# ---- regfile_write_arbiter ----
File: config.mk
export PLATFORM = sky130hd
export DESIGN_NAME = regfile_write_arbiter
export DESIGN_NICKNAME = d
export VERILOG_FILES = /design/src/rtl/regfile_arb_pkg.sv /design/src/rtl/regfile_arb_fifo.sv /design/src/rtl/regfile_write_arbiter.sv
export SDC_FILE = /design/constraint.sdc
export NUM_CORES = 1
export LEC_CHECK = 0
export ABC_AREA = 0
export CORE_MARGIN = 2
export CORE_UTILIZATION = 40
export DETAILED_ROUTE_END_ITERATION = 12
export HOLD_SLACK_MARGIN = 0.02
export PLACE_DENSITY = 0.82
export SKIP_LAST_GASP = 1
export SYNTH_ARGS = -nofsm -noshare
export SYNTH_HDL_FRONTEND = slang
export SYNTH_HIERARCHICAL = 1
export SYNTH_SLANG_ARGS = --single-unit
File: constraint.sdc
create_clock -name clk -period 2.6 [get_ports clk]
set_input_delay 0.52 -clock clk [delete_from_list [all_inputs] [get_ports clk]]
set_output_delay 0.52 -clock clk [all_outputs]
set_load 0.02 [all_outputs]
File: src/rtl/regfile_arb_pkg.sv
// Shared constants and the buffered multicycle-result type for the
// register-file write arbiter.
package regfile_arb_pkg;

    localparam int DATA_W = 32;
    localparam int ADDR_W = 5;

    localparam logic [ADDR_W-1:0] ZERO_REG = '0;

    typedef struct packed {
        logic              valid;
        logic [ADDR_W-1:0] dest;
        logic [DATA_W-1:0] data;
    } md_entry_t;

endpackage

File: src/rtl/regfile_arb_fifo.sv
// Multicycle result buffer: entry storage, pointers, occupancy and the parallel
// destination compare that kills buffered writes overtaken by a WB write.
// With WB_ARB_STATS_EN defined it also reports how many entries were killed.
module regfile_arb_fifo
    import regfile_arb_pkg::*;
#(
    parameter  int DEPTH = 2,
    localparam int PTR_W = (DEPTH > 1) ? $clog2(DEPTH) : 1,
    localparam int CNT_W = $clog2(DEPTH + 1)
) (
    input  logic              clk,
    input  logic              rst_n,
    input  logic              push,
    input  logic [ADDR_W-1:0] pushDest,
    input  logic [DATA_W-1:0] pushData,
    input  logic              headGrant,
    input  logic              killEn,
    input  logic [ADDR_W-1:0] killDest,
    output md_entry_t         head,
    output logic [CNT_W-1:0]  count,
    output logic              popped
`ifdef WB_ARB_STATS_EN
    ,
    output logic [CNT_W-1:0]  killCount
`endif
);

    logic [DEPTH-1:0]  validQ;
    logic [ADDR_W-1:0] destQ [DEPTH];
    logic [DATA_W-1:0] dataQ [DEPTH];
    logic [PTR_W-1:0]  rdPtr;
    logic [PTR_W-1:0]  wrPtr;
    logic [DEPTH-1:0]  killHit;

    // NOTE: combinational blocks use blocking '=', clocked blocks only '<='.
    always_comb begin
        killHit = '0;
        for (int i = 0; i < DEPTH; i++) begin
            killHit[i] = killEn && validQ[i] && (destQ[i] == killDest);
        end
    end

    assign head   = '{valid: validQ[rdPtr], dest: destQ[rdPtr], data: dataQ[rdPtr]};
    // A killed head leaves silently; a live head leaves only when it wins the port.
    assign popped = (count != '0) && (!validQ[rdPtr] || headGrant);

    always_ff @(posedge clk or negedge rst_n) begin
        if (!rst_n) begin
            validQ <= '0;
            rdPtr  <= '0;
            wrPtr  <= '0;
            count  <= '0;
        end else begin
            validQ <= validQ & ~killHit;
            if (popped) begin
                validQ[rdPtr] <= 1'b0;
                rdPtr         <= rdPtr + 1'b1;
            end
            if (push) begin
                validQ[wrPtr] <= 1'b1;
                wrPtr         <= wrPtr + 1'b1;
            end
            case ({push, popped})
                2'b10:   count <= count + 1'b1;
                2'b01:   count <= count - 1'b1;
                default: count <= count;
            endcase
        end
    end

    // NOTE: payload storage has no reset; the valid bits alone define what is live.
    always_ff @(posedge clk) begin
        if (push) begin
            destQ[wrPtr] <= pushDest;
            dataQ[wrPtr] <= pushData;
        end
    end

`ifdef WB_ARB_STATS_EN
    always_comb begin
        killCount = '0;
        for (int i = 0; i < DEPTH; i++) begin
            killCount = killCount + CNT_W'(killHit[i]);
        end
    end
`endif

endmodule

File: src/rtl/regfile_write_arbiter.sv
// Shares the register-file write port between the WB stage (priority) and a
// buffered multicycle unit, with a starvation stall. Define WB_ARB_STATS_EN for
// the stat_stalls / stat_kills counters.
module regfile_write_arbiter
    import regfile_arb_pkg::*;
#(
    parameter int FIFO_DEPTH = 2,
    parameter int MAX_WAIT   = 4
) (
    input  logic              clk,
    input  logic              rst_n,
    input  logic [DATA_W-1:0] wb_read_data,
    input  logic [DATA_W-1:0] wb_alu_result,
    input  logic [ADDR_W-1:0] wb_dest,
    input  logic              wb_reg_write,
    input  logic              wb_mem_to_reg,
    input  logic              md_valid,
    input  logic [ADDR_W-1:0] md_dest,
    input  logic [DATA_W-1:0] md_data,
    output logic              md_ready,
    output logic              rf_we,
    output logic [ADDR_W-1:0] rf_waddr,
    output logic [DATA_W-1:0] rf_wdata,
    output logic              stall_pipe
`ifdef WB_ARB_STATS_EN
    ,
    output logic [15:0]       stat_stalls,
    output logic [15:0]       stat_kills
`endif
);

    localparam int CNT_W  = $clog2(FIFO_DEPTH + 1);
    localparam int WAIT_W = $clog2(MAX_WAIT + 1);

    md_entry_t         head;
    logic [CNT_W-1:0]  fifoCount;
    logic              popped;
    logic              wbActive;
    logic              headGrant;
    logic              sameDestDrop;
    logic              push;
    logic              lostCycle;
    logic              stallTrigger;
    logic [WAIT_W-1:0] waitCnt;
`ifdef WB_ARB_STATS_EN
    logic [CNT_W-1:0]  killCount;
`endif

    // While stalled the pipeline holds WB, so its write simply replays next cycle.
    assign wbActive     = wb_reg_write && (wb_dest != ZERO_REG) && !stall_pipe;
    assign headGrant    = !wbActive && head.valid;
    assign md_ready     = rst_n && (fifoCount != CNT_W'(FIFO_DEPTH));
    assign sameDestDrop = wbActive && (md_dest == wb_dest);
    assign push         = md_valid && md_ready && (md_dest != ZERO_REG) && !sameDestDrop;
    assign lostCycle    = wbActive && head.valid;
    assign stallTrigger = lostCycle && (waitCnt == WAIT_W'(MAX_WAIT - 1));

    regfile_arb_fifo #(
        .DEPTH(FIFO_DEPTH)
    ) u_fifo (
        .clk      (clk),
        .rst_n    (rst_n),
        .push     (push),
        .pushDest (md_dest),
        .pushData (md_data),
        .headGrant(headGrant),
        .killEn   (wbActive),
        .killDest (wb_dest),
        .head     (head),
        .count    (fifoCount),
        .popped   (popped)
`ifdef WB_ARB_STATS_EN
        ,
        .killCount(killCount)
`endif
    );

    // NOTE: every output gets a default first so no latch can be inferred.
    always_comb begin
        rf_we    = 1'b0;
        rf_waddr = '0;
        rf_wdata = '0;
        if (wbActive) begin
            rf_we    = 1'b1;
            rf_waddr = wb_dest;
            rf_wdata = wb_mem_to_reg ? wb_read_data : wb_alu_result;
        end else if (head.valid) begin
            rf_we    = 1'b1;
            rf_waddr = head.dest;
            rf_wdata = head.data;
        end
        if (!rst_n) begin
            rf_we = 1'b0;
        end
    end

    // Counting stops one short of MAX_WAIT: the stall itself is the MAX_WAIT-th step.
    always_ff @(posedge clk or negedge rst_n) begin
        if (!rst_n) begin
            waitCnt    <= '0;
            stall_pipe <= 1'b0;
        end else begin
            stall_pipe <= stallTrigger;
            if (popped || (fifoCount == '0) || stallTrigger) begin
                waitCnt <= '0;
            end else if (lostCycle) begin
                waitCnt <= waitCnt + 1'b1;
            end
        end
    end

`ifdef WB_ARB_STATS_EN
    logic [CNT_W:0] killInc;
    logic [16:0]    stallSum;
    logic [16:0]    killSum;

    assign killInc  = {1'b0, killCount} + {{CNT_W{1'b0}}, (md_valid && md_ready && sameDestDrop)};
    assign stallSum = {1'b0, stat_stalls} + 17'(stall_pipe);
    assign killSum  = {1'b0, stat_kills} + 17'(killInc);

    always_ff @(posedge clk or negedge rst_n) begin
        if (!rst_n) begin
            stat_stalls <= '0;
            stat_kills  <= '0;
        end else begin
            stat_stalls <= stallSum[16] ? 16'hFFFF : stallSum[15:0];
            stat_kills  <= killSum[16]  ? 16'hFFFF : killSum[15:0];
        end
    end
`endif

endmodule

==> regfile_write_arbiter/m3.png <==
Drawn at 4 px/um. Cells faint in the background.
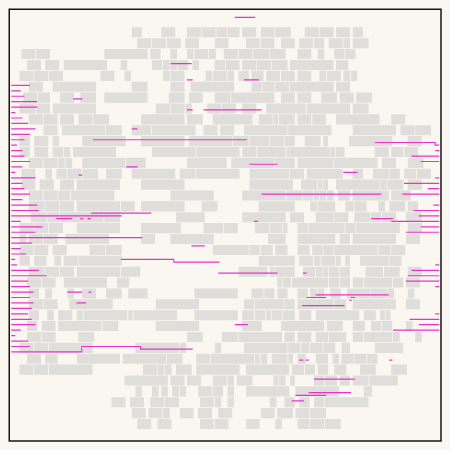
share of all routed wire	5.7%
longest straight run	38.2 um
wire length on this layer	680 um
WL final: 11.9 mm
via count: 3377
met3 Use GR: 0.0387

==> regfile_write_arbiter/clock_nets.png <==
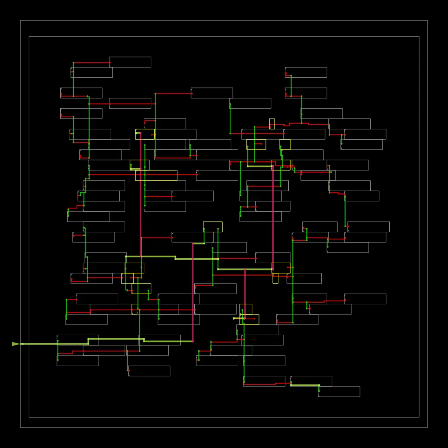
total CTS buffers: 9
Final Skew: 0.0117 ns
clock buffers: 9
Insertion Delay late pin: 0.35 ns
Sink Count: 84

## cell type report
cell class / instances / share of cell area
clock inverter: 7 / 0.0101
tap: 136 / 0.0258
clock buffer: 9 / 0.0188
inverter: 9 / 0.00665
sequential: 84 / 0.375
multi-input combinational: 204 / 0.260
timing repair buffer: 198 / 0.303
## cells by family after synthesis
kind of cell	share of synthesized area
xor gates and xnor gates	0.0408
adders and majority gates	0.00875
buffers and inverters	0.0574
DFF	0.576
muxes	0.177
AOI/OAI and AO/OA	0.0714
and+or+nand+nor	0.0688
==> impl_metrics.ini <==
; yosys + openroad results
[synthesis]
top_area_frac = 0.518
most_common_cell = edfxtp_1
ys_chip_area_um2 = 4290
syn-cell-area_um2 = 4290
synth.yosys.warnings = 6

[final_layout]
most-common-layout-cells = clkdlybuf4s50_1, edfxtp_1, buf_4
largest_register_ffs = 64
regMostFlops = u_fifo/dataQ

[pwr]
power_frac_clock = 0.182
p_total_mw = 4.96
ir_worst_vdd_mv = 0.527

[final_timing]
min_period_over_period = 1.00
layout_setup_ws_ns = -0.0123
setup_viol = 6

[critical_path]
critPathMaxFanout = 7
slowest_delay_ns = 0.54
cp_slowest_cell = or4_4
reg2reg_to = u_fifo/validQ[1]

[global_routing]
gr-usage-met2 = 0.376
grt_pass1_vias = 3670

[status]
status = finished with violations
violations = setup timing

# ---- spi_ram ----
==> spi_ram/m3.png <==
Drawn at 2 px/um. Cells faint in the background.
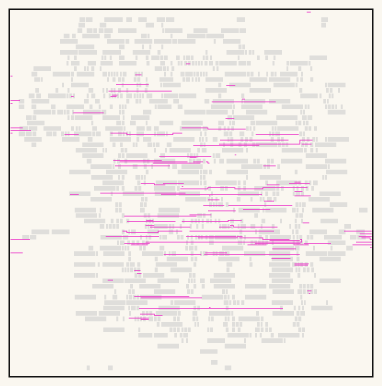
==> spi_ram/util_map.png <==
Drawn at 2 px/um. The die is cut into 18 by 18 equal tiles; white is low, dark blue is high, 0 to 100% covered.
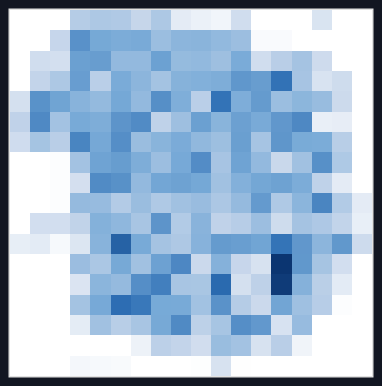
<file path="config.mk">
export PLATFORM = sky130hd
export DESIGN_NAME = spi_ram
export DESIGN_NICKNAME = d
export VERILOG_FILES = /design/src/rtl/spi_ram.sv
export SDC_FILE = /design/constraint.sdc
export NUM_CORES = 1
export LEC_CHECK = 0
export ABC_AREA = 1
export CAP_MARGIN = 20
export CORE_AREA = 2 2 179 181
export CTS_BUF_LIST = sky130_fd_sc_hd__clkbuf_2
export DETAILED_ROUTE_END_ITERATION = 7
export DIE_AREA = 0 0 181 183
export PLACE_DENSITY = 0.46
export REMOVE_ABC_BUFFERS = 1
export SLEW_MARGIN = 10
export SYNTH_ARGS = -nofsm -noshare
export SYNTH_HDL_FRONTEND = slang
export SYNTH_SLANG_ARGS = --single-unit
</file>
<file path="constraint.sdc">
create_clock -name clk -period 2.3 [get_ports clk]
set_input_delay 0.46 -clock clk [delete_from_list [all_inputs] [get_ports clk]]
set_output_delay 0.46 -clock clk [all_outputs]
set_load 0.01 [all_outputs]
</file>
<file path="src/rtl/spi_ram.sv">
// SPI slave byte memory with READ (0x03) / WRITE (0x02), auto-increment address and a local read port.
// Define SPI_RAM_WEL_EN to add a write-enable latch (0x06 set, 0x04 clear).
// state  | meaning
// IDLE   | deselected, waiting for ss falling
// CMD    | receiving command byte
// ADDR   | receiving address bytes
// RDATA  | streaming memory bytes on miso
// WDATA  | writing received bytes to memory
// IGNORE | unknown command, wait for ss high
module spi_ram #(
   parameter int         ADDR_W    = 4,
   parameter logic [1:0] MODE      = 2'd3,
   parameter string      INIT_FILE = ""
) (
   input  logic              clk,
   input  logic              rst_n,
   input  logic              ss,
   input  logic              sclk,
   input  logic              mosi,
   output logic              miso,
   output logic              miso_oe,
   input  logic [ADDR_W-1:0] rd_addr,
   output logic [7:0]        rd_data,
   output logic              wr_stb,
   output logic [ADDR_W-1:0] wr_addr,
   output logic [7:0]        wr_data
);

   localparam logic CPOL  = MODE[1];
   localparam logic CPHA  = MODE[0];
   localparam int   NA    = (ADDR_W + 7) / 8;
   localparam int   DEPTH = 1 << ADDR_W;

   typedef enum logic [2:0] {IDLE, CMD, ADDR, RDATA, WDATA, IGNORE} state_t;

   logic [1:0]        ss_q, sclk_q, mosi_q;
   logic              ss_s, sclk_s, mosi_s, ss_d, sclk_d;
   logic              lead, trail, sample, drive, byte_done, mem_we, wel_ok;
   logic [7:0]        rx_byte;
   logic [ADDR_W+7:0] addr_cat;

   state_t            state;
   logic              op_rd, fetch, load;
   logic [2:0]        bit_cnt;
   logic [1:0]        a_cnt;
   logic [6:0]        rx_sr;
   logic [7:0]        tx_sr, mem_q;
   logic [ADDR_W-1:0] addr;
   logic [7:0]        mem [DEPTH];

`ifdef SPI_RAM_WEL_EN
   logic wel, wr_txn;
   assign wel_ok = wel;
`else
   assign wel_ok = 1'b1;
`endif

   assign ss_s      = ss_q[1];
   assign sclk_s    = sclk_q[1];
   assign mosi_s    = mosi_q[1];
   assign lead      = (sclk_s != sclk_d) && (sclk_s != CPOL);
   assign trail     = (sclk_s != sclk_d) && (sclk_s == CPOL);
   assign sample    = CPHA ? trail : lead;
   assign drive     = CPHA ? lead : trail;
   assign rx_byte   = {rx_sr, mosi_s};
   assign byte_done = sample && (bit_cnt == 3'd7);
   assign addr_cat  = {addr, rx_byte};
   assign mem_we    = !ss_s && (state == WDATA) && byte_done && wel_ok;

   always_ff @(posedge clk or negedge rst_n) begin
      if (!rst_n) begin
         ss_q   <= 2'b11;
         sclk_q <= {2{CPOL}};
         mosi_q <= 2'b00;
         ss_d   <= 1'b1;
         sclk_d <= CPOL;
      end else begin
         ss_q   <= {ss_q[0], ss};
         sclk_q <= {sclk_q[0], sclk};
         mosi_q <= {mosi_q[0], mosi};
         ss_d   <= ss_s;
         sclk_d <= sclk_s;
      end
   end

   always_ff @(posedge clk or negedge rst_n) begin
      if (!rst_n) begin
         state   <= IDLE;
         op_rd   <= 1'b0;
         fetch   <= 1'b0;
         load    <= 1'b0;
         bit_cnt <= 3'd0;
         a_cnt   <= 2'd0;
         rx_sr   <= 7'd0;
         tx_sr   <= 8'd0;
         addr    <= '0;
         miso    <= 1'b0;
         miso_oe <= 1'b0;
         wr_stb  <= 1'b0;
         wr_addr <= '0;
         wr_data <= 8'd0;
`ifdef SPI_RAM_WEL_EN
         wel     <= 1'b0;
         wr_txn  <= 1'b0;
`endif
      end else begin
         wr_stb  <= 1'b0;
         miso_oe <= !ss_s;
         fetch   <= 1'b0;
         load    <= fetch;
         // fetch cycle reads mem[addr] into mem_q, so the address can step now
         if (fetch)
            addr <= addr + ADDR_W'(1);
         if (ss_s) begin
            state   <= IDLE;
            bit_cnt <= 3'd0;
            miso    <= 1'b0;
`ifdef SPI_RAM_WEL_EN
            if (wr_txn) begin
               wel    <= 1'b0;
               wr_txn <= 1'b0;
            end
`endif
         end else begin
            if (sample) begin
               rx_sr   <= rx_byte[6:0];
               bit_cnt <= bit_cnt + 3'd1;
            end
            if (drive && state == RDATA) begin
               miso  <= tx_sr[7];
               tx_sr <= {tx_sr[6:0], 1'b0};
            end
            if (load)
               tx_sr <= mem_q;
            case (state)
               IDLE:
                  if (ss_d)
                     state <= CMD;
               CMD:
                  if (byte_done) begin
                     a_cnt <= 2'd0;
                     case (rx_byte)
                        8'h03: begin
                           op_rd <= 1'b1;
                           state <= ADDR;
                        end
                        8'h02: begin
                           op_rd <= 1'b0;
                           state <= ADDR;
`ifdef SPI_RAM_WEL_EN
                           wr_txn <= 1'b1;
`endif
                        end
`ifdef SPI_RAM_WEL_EN
                        8'h06: begin
                           wel   <= 1'b1;
                           state <= IGNORE;
                        end
                        8'h04: begin
                           wel   <= 1'b0;
                           state <= IGNORE;
                        end
`endif
                        default: state <= IGNORE;
                     endcase
                  end
               ADDR:
                  if (byte_done) begin
                     addr <= addr_cat[ADDR_W-1:0];
                     if (a_cnt == 2'(NA - 1)) begin
                        if (op_rd) begin
                           state <= RDATA;
                           fetch <= 1'b1;
                        end else begin
                           state <= WDATA;
                        end
                     end else begin
                        a_cnt <= a_cnt + 2'd1;
                     end
                  end
               RDATA:
                  if (byte_done)
                     fetch <= 1'b1;
               WDATA:
                  if (byte_done) begin
                     if (mem_we) begin
                        wr_stb  <= 1'b1;
                        wr_addr <= addr;
                        wr_data <= rx_byte;
                     end
                     addr <= addr + ADDR_W'(1);
                  end
               IGNORE: ;
               default: state <= IDLE;
            endcase
         end
      end
   end

   always_ff @(posedge clk) begin
      if (mem_we)
         mem[addr] <= rx_byte;
      if (fetch)
         mem_q <= mem[addr];
   end

   // non-blocking read returns the pre-write byte on a same-cycle SPI write
   always_ff @(posedge clk or negedge rst_n) begin
      if (!rst_n)
         rd_data <= 8'd0;
      else
         rd_data <= mem[rd_addr];
   end

endmodule
</file>
==> impl_metrics.ini <==
; yosys + openroad results
[synthesis]
ys_sh_adder = 0.00945
async_reset_ff_frac = 0.310
most_common_cell = nand2_1
yosys.area.top_type = edfxtp_1
synth.yosys.warnings = 0
mux_share = 0
top_logic_kind = AND-OR/OR-AND gates
ys_chip_area_um2 = 9270
yosysSeqAreaShare = 0.606
top_area_frac = 0.441

[global_routing]
antenna_found_initial = 1
gr-usage-met2 = 0.262
grt_usage = 0.167

[placed_design]
dp.cells = 1375
dp_slack_ns = 0.203
dp_hpwl_mm = 18.0

[status]
status = finished, final reports clean

[final_timing]
grt_setup_unrepaired = no
fin_crit_ns = 2.16
worstMarginPinSlew_ns = 0.509
fin_hold_ws_ns = 0.123
timing_hold_violations_final = 0

[clock_tree]
cts_tree = done
cts_resized = 5

[final_layout]
area_growth_pct = 14.4

[pwr]
p_leak_nw = 4.33
power.internal_mw = 4.83
power_frac_comb = 0.118
switching_share = 0.281

[floorplanning]
die_w_um = 181
rows = 65
die_height_um = 183

[hold_path]
hold_start = mosi
min_path_type = in2reg

[job]
warnings = 28

[drt]
initialDrtViolationCount = 725
post-route-drc-count = 0

[critical_path]
worstSetupEndpoint = wr_addr[2]
path_buffers = 1
path_depth = 1
reg2reg_slack_ns = 0.17
## Picture notes: spi_ram/m3.png
main direction	horizontal
wire length on this layer	1640 um
met3 Use GR: 0.0286
WL final: 26.8 mm
via count: 6888

## Picture notes: spi_ram/util_map.png
emptiest ninth of the die	lower left
fullest tile	98%
tiles over 75% full	1.5%
mean over tiles	31%

==> layer usage <==
layer / up-vias / share of wire / routed length [um]
met5: - / 0 / 0
met4: 0 / 0.012 / 322
met3: 18 / 0.061 / 1640
met2: 211 / 0.46 / 12300
met1: 3295 / 0.47 / 12600
li1: 3364 / - / -
==> layout make-up <==
type	count	area share
clock inverter	14	0.0169
inverter	107	0.0379
sequential	197	0.530
tap	402	0.0475
timing repair buffer	86	0.0783
multi-input combinational	592	0.281
antenna	1	0.000236
clock buffer	18	0.00850

# ---- lamp_fpu_log_round_pack_flat ----
==> lamp_fpu_log_round_pack_flat/m3.png <==
Drawn at 4 px/um. Cells faint in the background.
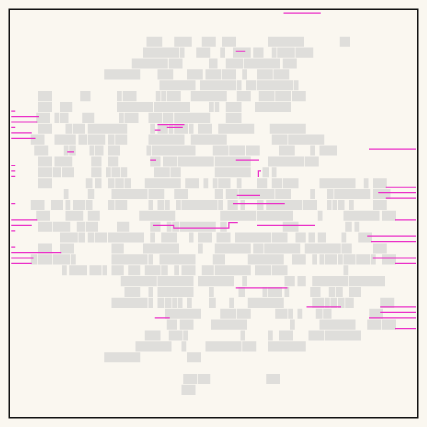
==> lamp_fpu_log_round_pack_flat/m1.png <==
Drawn at 3 px/um. Supply wires on this layer in grey.
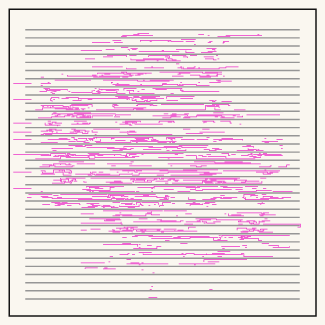
## src/rtl/lamp_fpu_log_round_pack_if.sv

```systemverilog
// ----------------------------------------------------------------------------
// Module  : lamp_fpu_log_round_pack_if
// Brief   : Log-result input, control and buffered-output bundle for the
//           round/pack stage.
// Revision: 1.0 - initial release
// ----------------------------------------------------------------------------
`default_nettype none

interface lamp_fpu_log_round_pack_if #(
  parameter int LAMP_FLOAT_E_DW = 8,
  parameter int LAMP_FLOAT_F_DW = 7,
  parameter int FIFO_DEPTH      = 2
);
  logic                                    valid_i;
  logic                                    s_res_i;
  logic [LAMP_FLOAT_E_DW-1:0]              e_res_i;
  logic [LAMP_FLOAT_F_DW-1:0]              f_res_i;
  logic                                    isOverflow_i;
  logic                                    isUnderflow_i;
  logic                                    isToRound_i;
  logic                                    flush_i;
  logic                                    clear_flags_i;
  logic                                    ready_i;
  logic                                    valid_o;
  logic [LAMP_FLOAT_E_DW+LAMP_FLOAT_F_DW:0] result_o;
  logic [$clog2(FIFO_DEPTH+1)-1:0]         count_o;
  logic [2:0]                              fflags_o;
  logic                                    drop_o;

  modport master (
    output valid_i, s_res_i, e_res_i, f_res_i, isOverflow_i, isUnderflow_i,
           isToRound_i, flush_i, clear_flags_i, ready_i,
    input  valid_o, result_o, count_o, fflags_o, drop_o
  );

  modport slave (
    input  valid_i, s_res_i, e_res_i, f_res_i, isOverflow_i, isUnderflow_i,
           isToRound_i, flush_i, clear_flags_i, ready_i,
    output valid_o, result_o, count_o, fflags_o, drop_o
  );
endinterface

`default_nettype wire

```

## src/rtl/lamp_fpu_log_round_pack.sv

```systemverilog
// ----------------------------------------------------------------------------
// Module  : lamp_fpu_log_round_pack
// Brief   : Rounds, saturates and packs log-unit results into bfloat16 words,
//           buffering them in a small FIFO with sticky exception flags.
// Revision: 1.0 - initial release
// ----------------------------------------------------------------------------
`default_nettype none

module lamp_fpu_log_round_pack #(
  parameter int LAMP_FLOAT_E_DW = 8,
  parameter int LAMP_FLOAT_F_DW = 7,
  parameter int FIFO_DEPTH      = 2
) (
  input  wire logic                 clk,
  input  wire logic                 rst,
  lamp_fpu_log_round_pack_if.slave  bus
);
  localparam int c_mag_w  = LAMP_FLOAT_E_DW + LAMP_FLOAT_F_DW;
  localparam int c_word_w = 1 + c_mag_w;
  localparam int c_ptr_w  = (FIFO_DEPTH > 1) ? $clog2(FIFO_DEPTH) : 1;
  localparam int c_cnt_w  = $clog2(FIFO_DEPTH + 1);
  localparam logic [c_cnt_w-1:0] c_full = c_cnt_w'(FIFO_DEPTH);
  localparam logic [c_ptr_w-1:0] c_last = c_ptr_w'(FIFO_DEPTH - 1);

  logic [c_mag_w-1:0]         w_sum;
  logic [LAMP_FLOAT_E_DW-1:0] w_sum_exp;
  logic [c_word_w-1:0]        w_word;
  logic [2:0]                 w_flags;

  // Flags are {OF,UF,NX}; overflow wins over underflow.
  always_comb begin
    w_sum     = {bus.e_res_i, bus.f_res_i} + c_mag_w'(bus.isToRound_i);
    w_sum_exp = w_sum[c_mag_w-1:LAMP_FLOAT_F_DW];
    w_word    = {bus.s_res_i, w_sum};
    w_flags   = {2'b00, bus.isToRound_i};
    if (bus.isOverflow_i || (&w_sum_exp)) begin
      w_word  = {bus.s_res_i, {LAMP_FLOAT_E_DW{1'b1}}, {LAMP_FLOAT_F_DW{1'b0}}};
      w_flags = 3'b101;
    end else if (bus.isUnderflow_i) begin
      w_word  = {bus.s_res_i, {c_mag_w{1'b0}}};
      w_flags = 3'b011;
    end
  end

  logic                r_pipe_vld;
  logic [c_word_w-1:0] r_pipe_word;
  logic [2:0]          r_pipe_flags;

  always_ff @(posedge clk or negedge rst) begin
    if (!rst) begin
      r_pipe_vld   <= 1'b0;
      r_pipe_word  <= '0;
      r_pipe_flags <= '0;
    end else begin
      r_pipe_vld <= bus.valid_i & ~bus.flush_i;
      if (bus.valid_i) begin
        r_pipe_word  <= w_word;
        r_pipe_flags <= w_flags;
      end
    end
  end

  logic [c_word_w-1:0] r_mem [FIFO_DEPTH];
  logic [c_ptr_w-1:0]  r_wptr;
  logic [c_ptr_w-1:0]  r_rptr;
  logic [c_cnt_w-1:0]  r_count;
  logic [2:0]          r_fflags;
  logic                r_drop;

  logic w_valid;
  logic w_full;
  logic w_pop;
  logic w_push;
  logic w_drop;

  // A full FIFO still accepts a push when the head leaves in the same cycle.
  always_comb begin
    w_valid = (r_count != '0);
    w_full  = (r_count == c_full);
    w_pop   = w_valid & bus.ready_i;
    w_push  = r_pipe_vld & (~w_full | w_pop);
    w_drop  = r_pipe_vld & w_full & ~w_pop;
  end

  always_ff @(posedge clk or negedge rst) begin
    if (!rst) begin
      for (int i = 0; i < FIFO_DEPTH; i++) begin
        r_mem[i] <= '0;
      end
      r_wptr  <= '0;
      r_rptr  <= '0;
      r_count <= '0;
    end else if (bus.flush_i) begin
      r_wptr  <= '0;
      r_rptr  <= '0;
      r_count <= '0;
    end else begin
      if (w_push) begin
        r_mem[r_wptr] <= r_pipe_word;
        r_wptr        <= (r_wptr == c_last) ? '0 : r_wptr + 1'b1;
      end
      if (w_pop) begin
        r_rptr <= (r_rptr == c_last) ? '0 : r_rptr + 1'b1;
      end
      case ({w_push, w_pop})
        2'b10:   r_count <= r_count + 1'b1;
        2'b01:   r_count <= r_count - 1'b1;
        default: r_count <= r_count;
      endcase
    end
  end

  // A same-cycle set overrides clear; a flush suppresses both set sources.
  always_ff @(posedge clk or negedge rst) begin
    if (!rst) begin
      r_fflags <= '0;
      r_drop   <= 1'b0;
    end else begin
      r_fflags <= (bus.clear_flags_i ? 3'b000 : r_fflags)
                | ((w_push & ~bus.flush_i) ? r_pipe_flags : 3'b000);
      r_drop   <= (bus.clear_flags_i ? 1'b0 : r_drop) | (w_drop & ~bus.flush_i);
    end
  end

  assign bus.valid_o  = w_valid;
  assign bus.result_o = w_valid ? r_mem[r_rptr] : '0;
  assign bus.count_o  = r_count;
  assign bus.fflags_o = r_fflags;
  assign bus.drop_o   = r_drop;
endmodule

`default_nettype wire

```

## src/flat_wrapper.sv

```systemverilog
// flat-port wrapper written by rule: the top's interface ports become plain ports
module lamp_fpu_log_round_pack_flat 
#(
  parameter int LAMP_FLOAT_E_DW = 8,
  parameter int LAMP_FLOAT_F_DW = 7,
  parameter int FIFO_DEPTH      = 2
)
  (clk, rst, bus_valid_i, bus_s_res_i, bus_e_res_i, bus_f_res_i, bus_isOverflow_i, bus_isUnderflow_i, bus_isToRound_i, bus_flush_i, bus_clear_flags_i, bus_ready_i, bus_valid_o, bus_result_o, bus_count_o, bus_fflags_o, bus_drop_o);
  lamp_fpu_log_round_pack_if #(.LAMP_FLOAT_E_DW(LAMP_FLOAT_E_DW), .LAMP_FLOAT_F_DW(LAMP_FLOAT_F_DW), .FIFO_DEPTH(FIFO_DEPTH)) bus_i ();
  input  wire logic clk;
  input  wire logic rst;
  input wire logic [$bits(bus_i.valid_i)-1:0] bus_valid_i;
  input wire logic [$bits(bus_i.s_res_i)-1:0] bus_s_res_i;
  input wire logic [$bits(bus_i.e_res_i)-1:0] bus_e_res_i;
  input wire logic [$bits(bus_i.f_res_i)-1:0] bus_f_res_i;
  input wire logic [$bits(bus_i.isOverflow_i)-1:0] bus_isOverflow_i;
  input wire logic [$bits(bus_i.isUnderflow_i)-1:0] bus_isUnderflow_i;
  input wire logic [$bits(bus_i.isToRound_i)-1:0] bus_isToRound_i;
  input wire logic [$bits(bus_i.flush_i)-1:0] bus_flush_i;
  input wire logic [$bits(bus_i.clear_flags_i)-1:0] bus_clear_flags_i;
  input wire logic [$bits(bus_i.ready_i)-1:0] bus_ready_i;
  output wire logic [$bits(bus_i.valid_o)-1:0] bus_valid_o;
  output wire logic [$bits(bus_i.result_o)-1:0] bus_result_o;
  output wire logic [$bits(bus_i.count_o)-1:0] bus_count_o;
  output wire logic [$bits(bus_i.fflags_o)-1:0] bus_fflags_o;
  output wire logic [$bits(bus_i.drop_o)-1:0] bus_drop_o;
  assign bus_i.valid_i = bus_valid_i;
  assign bus_i.s_res_i = bus_s_res_i;
  assign bus_i.e_res_i = bus_e_res_i;
  assign bus_i.f_res_i = bus_f_res_i;
  assign bus_i.isOverflow_i = bus_isOverflow_i;
  assign bus_i.isUnderflow_i = bus_isUnderflow_i;
  assign bus_i.isToRound_i = bus_isToRound_i;
  assign bus_i.flush_i = bus_flush_i;
  assign bus_i.clear_flags_i = bus_clear_flags_i;
  assign bus_i.ready_i = bus_ready_i;
  assign bus_valid_o = bus_i.valid_o;
  assign bus_result_o = bus_i.result_o;
  assign bus_count_o = bus_i.count_o;
  assign bus_fflags_o = bus_i.fflags_o;
  assign bus_drop_o = bus_i.drop_o;
  lamp_fpu_log_round_pack #(.LAMP_FLOAT_E_DW(LAMP_FLOAT_E_DW), .LAMP_FLOAT_F_DW(LAMP_FLOAT_F_DW), .FIFO_DEPTH(FIFO_DEPTH)) u_core (.clk(clk), .rst(rst), .bus(bus_i));
endmodule
```

## config.mk

```make
export PLATFORM = sky130hd
export DESIGN_NAME = lamp_fpu_log_round_pack_flat
export DESIGN_NICKNAME = d
export VERILOG_FILES = /design/src/rtl/lamp_fpu_log_round_pack_if.sv /design/src/rtl/lamp_fpu_log_round_pack.sv /design/src/flat_wrapper.sv
export SDC_FILE = /design/constraint.sdc
export NUM_CORES = 1
export LEC_CHECK = 0
export CAP_MARGIN = 30
export CORE_MARGIN = 5
export CORE_UTILIZATION = 35
export CTS_BUF_LIST = sky130_fd_sc_hd__clkbuf_4
export CTS_CLUSTER_DIAMETER = 30
export CTS_CLUSTER_SIZE = 28
export DETAILED_ROUTE_END_ITERATION = 16
export GPL_TIMING_DRIVEN = 0
export PLACE_DENSITY = 0.67
export SLEW_MARGIN = 10
export SYNTH_ARGS = -nofsm -noshare
export SYNTH_HDL_FRONTEND = slang
export SYNTH_SLANG_ARGS = --single-unit
```

## constraint.sdc

```tcl
create_clock -name clk -period 2.6 [get_ports clk]
set_input_delay 0.39 -clock clk [delete_from_list [all_inputs] [get_ports clk]]
set_output_delay 0.39 -clock clk [all_outputs]
set_load 0.03 [all_outputs]
```

==> impl_metrics.ini <==
; yosys + openroad results
[critical_path]
end_kind = output port
cp.required_ns = 2.21
reg2reg_slack_ns = 0.21

[final_layout]
drive_gt1_frac = 0.175
area_growth_pct = 25.8
most-common-layout-cells = dfrtp_1, clkdlybuf4s50_1, nor2_1
mostFrequentLayoutCell = dfrtp_1
n_all_buffers = 61
diodes = 0
inv_count = 19
logic_gate_count = 175

[clock_tree]
cts_resized = 8
max-clock-path-buffers = 2
path_clk_slew_ns = 0.11

[floorplanning]
dieArea_um2 = 10400
io_pins = 48

[drt]
routed.top_layer = met4

[pwr]
p_total_mw = 2.19
ir_worst_vdd_mv = 0.219
power.internal_mw = 1.57
power_frac_clock = 0.280
power_density_nw_per_um2 = 589

[synthesis]
topCellsByArea = dfrtp_1, mux2_2, mux2i_1
ys_cells = 268
yosys.area_share.aoi = 0.114
top_area_frac = 0.509
synth_xor_xnor_area_share = 0.0357
edf_count = 0
fp_nets = 296
synth-main-ff-cell = dfrtp_1

[status]
status = finished, final reports clean

[final_timing]
finClkSkew_ns = 0.0171
fin_hold_ws_ns = 0.0590

[placed_design]
dp_hpwl_mm = 4.60
About lamp_fpu_log_round_pack_flat/m3.png:
share of all routed wire	4.4%
main direction	horizontal
longest straight run	14.3 um
wire length on this layer	286 um
met3 Use GR: 0.0227
WL final: 6.51 mm
via count: 2205

About lamp_fpu_log_round_pack_flat/m1.png:
nets with wire on the layer	315
wire length on this layer	3200 um
share of all routed wire	49%
met1 Usage GRT: 0.194

registers in the layout, summed over array words and instances, names as in the netlist, 2 cells and up:
signal and flops:
u_core.bus.count_o 2, u_core.bus.fflags_o 3, u_core.r_pipe_flags 3, u_core.r_mem 32, u_core.r_pipe_word 16
metal layers:
layer / up-vias / GRT usage
met5: - / 0
met4: 0 / 0.0675
met1: 1062 / 0.194
met2: 54 / 0.200
li1: 1077 / -
met3: 12 / 0.0227
worst max-delay path: stages, from the launching register on:
cell and delay (ns):
dfrtp_2 0.52, clkbuf_4 0.32, mux2i_1 0.11, nor2_1 0.08
clkdlybuf4s50_1 0.67


## Gallery

Clock network drawn from the DEF.
image #1
Drawn at 4 px/um.
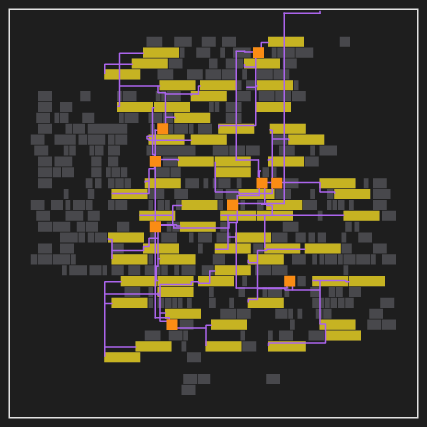
image #2
Drawn at 2 px/um.
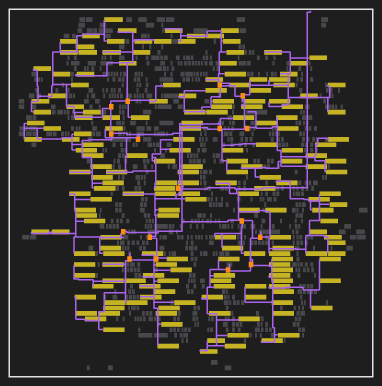
image #3
Drawn at 3 px/um.
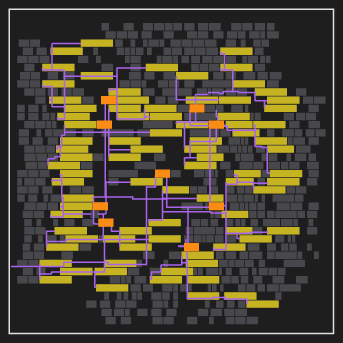
| from | picture |
|---|---|
| spi_ram | image #2 |
| regfile_write_arbiter | image #3 |
| lamp_fpu_log_round_pack_flat | image #1 |

Key to image #3:
[flip-flops] yellow | count: 84
[clock wires] purple | length: 956 um
[clock-net drivers] orange | count: 9
routed clock nets	10

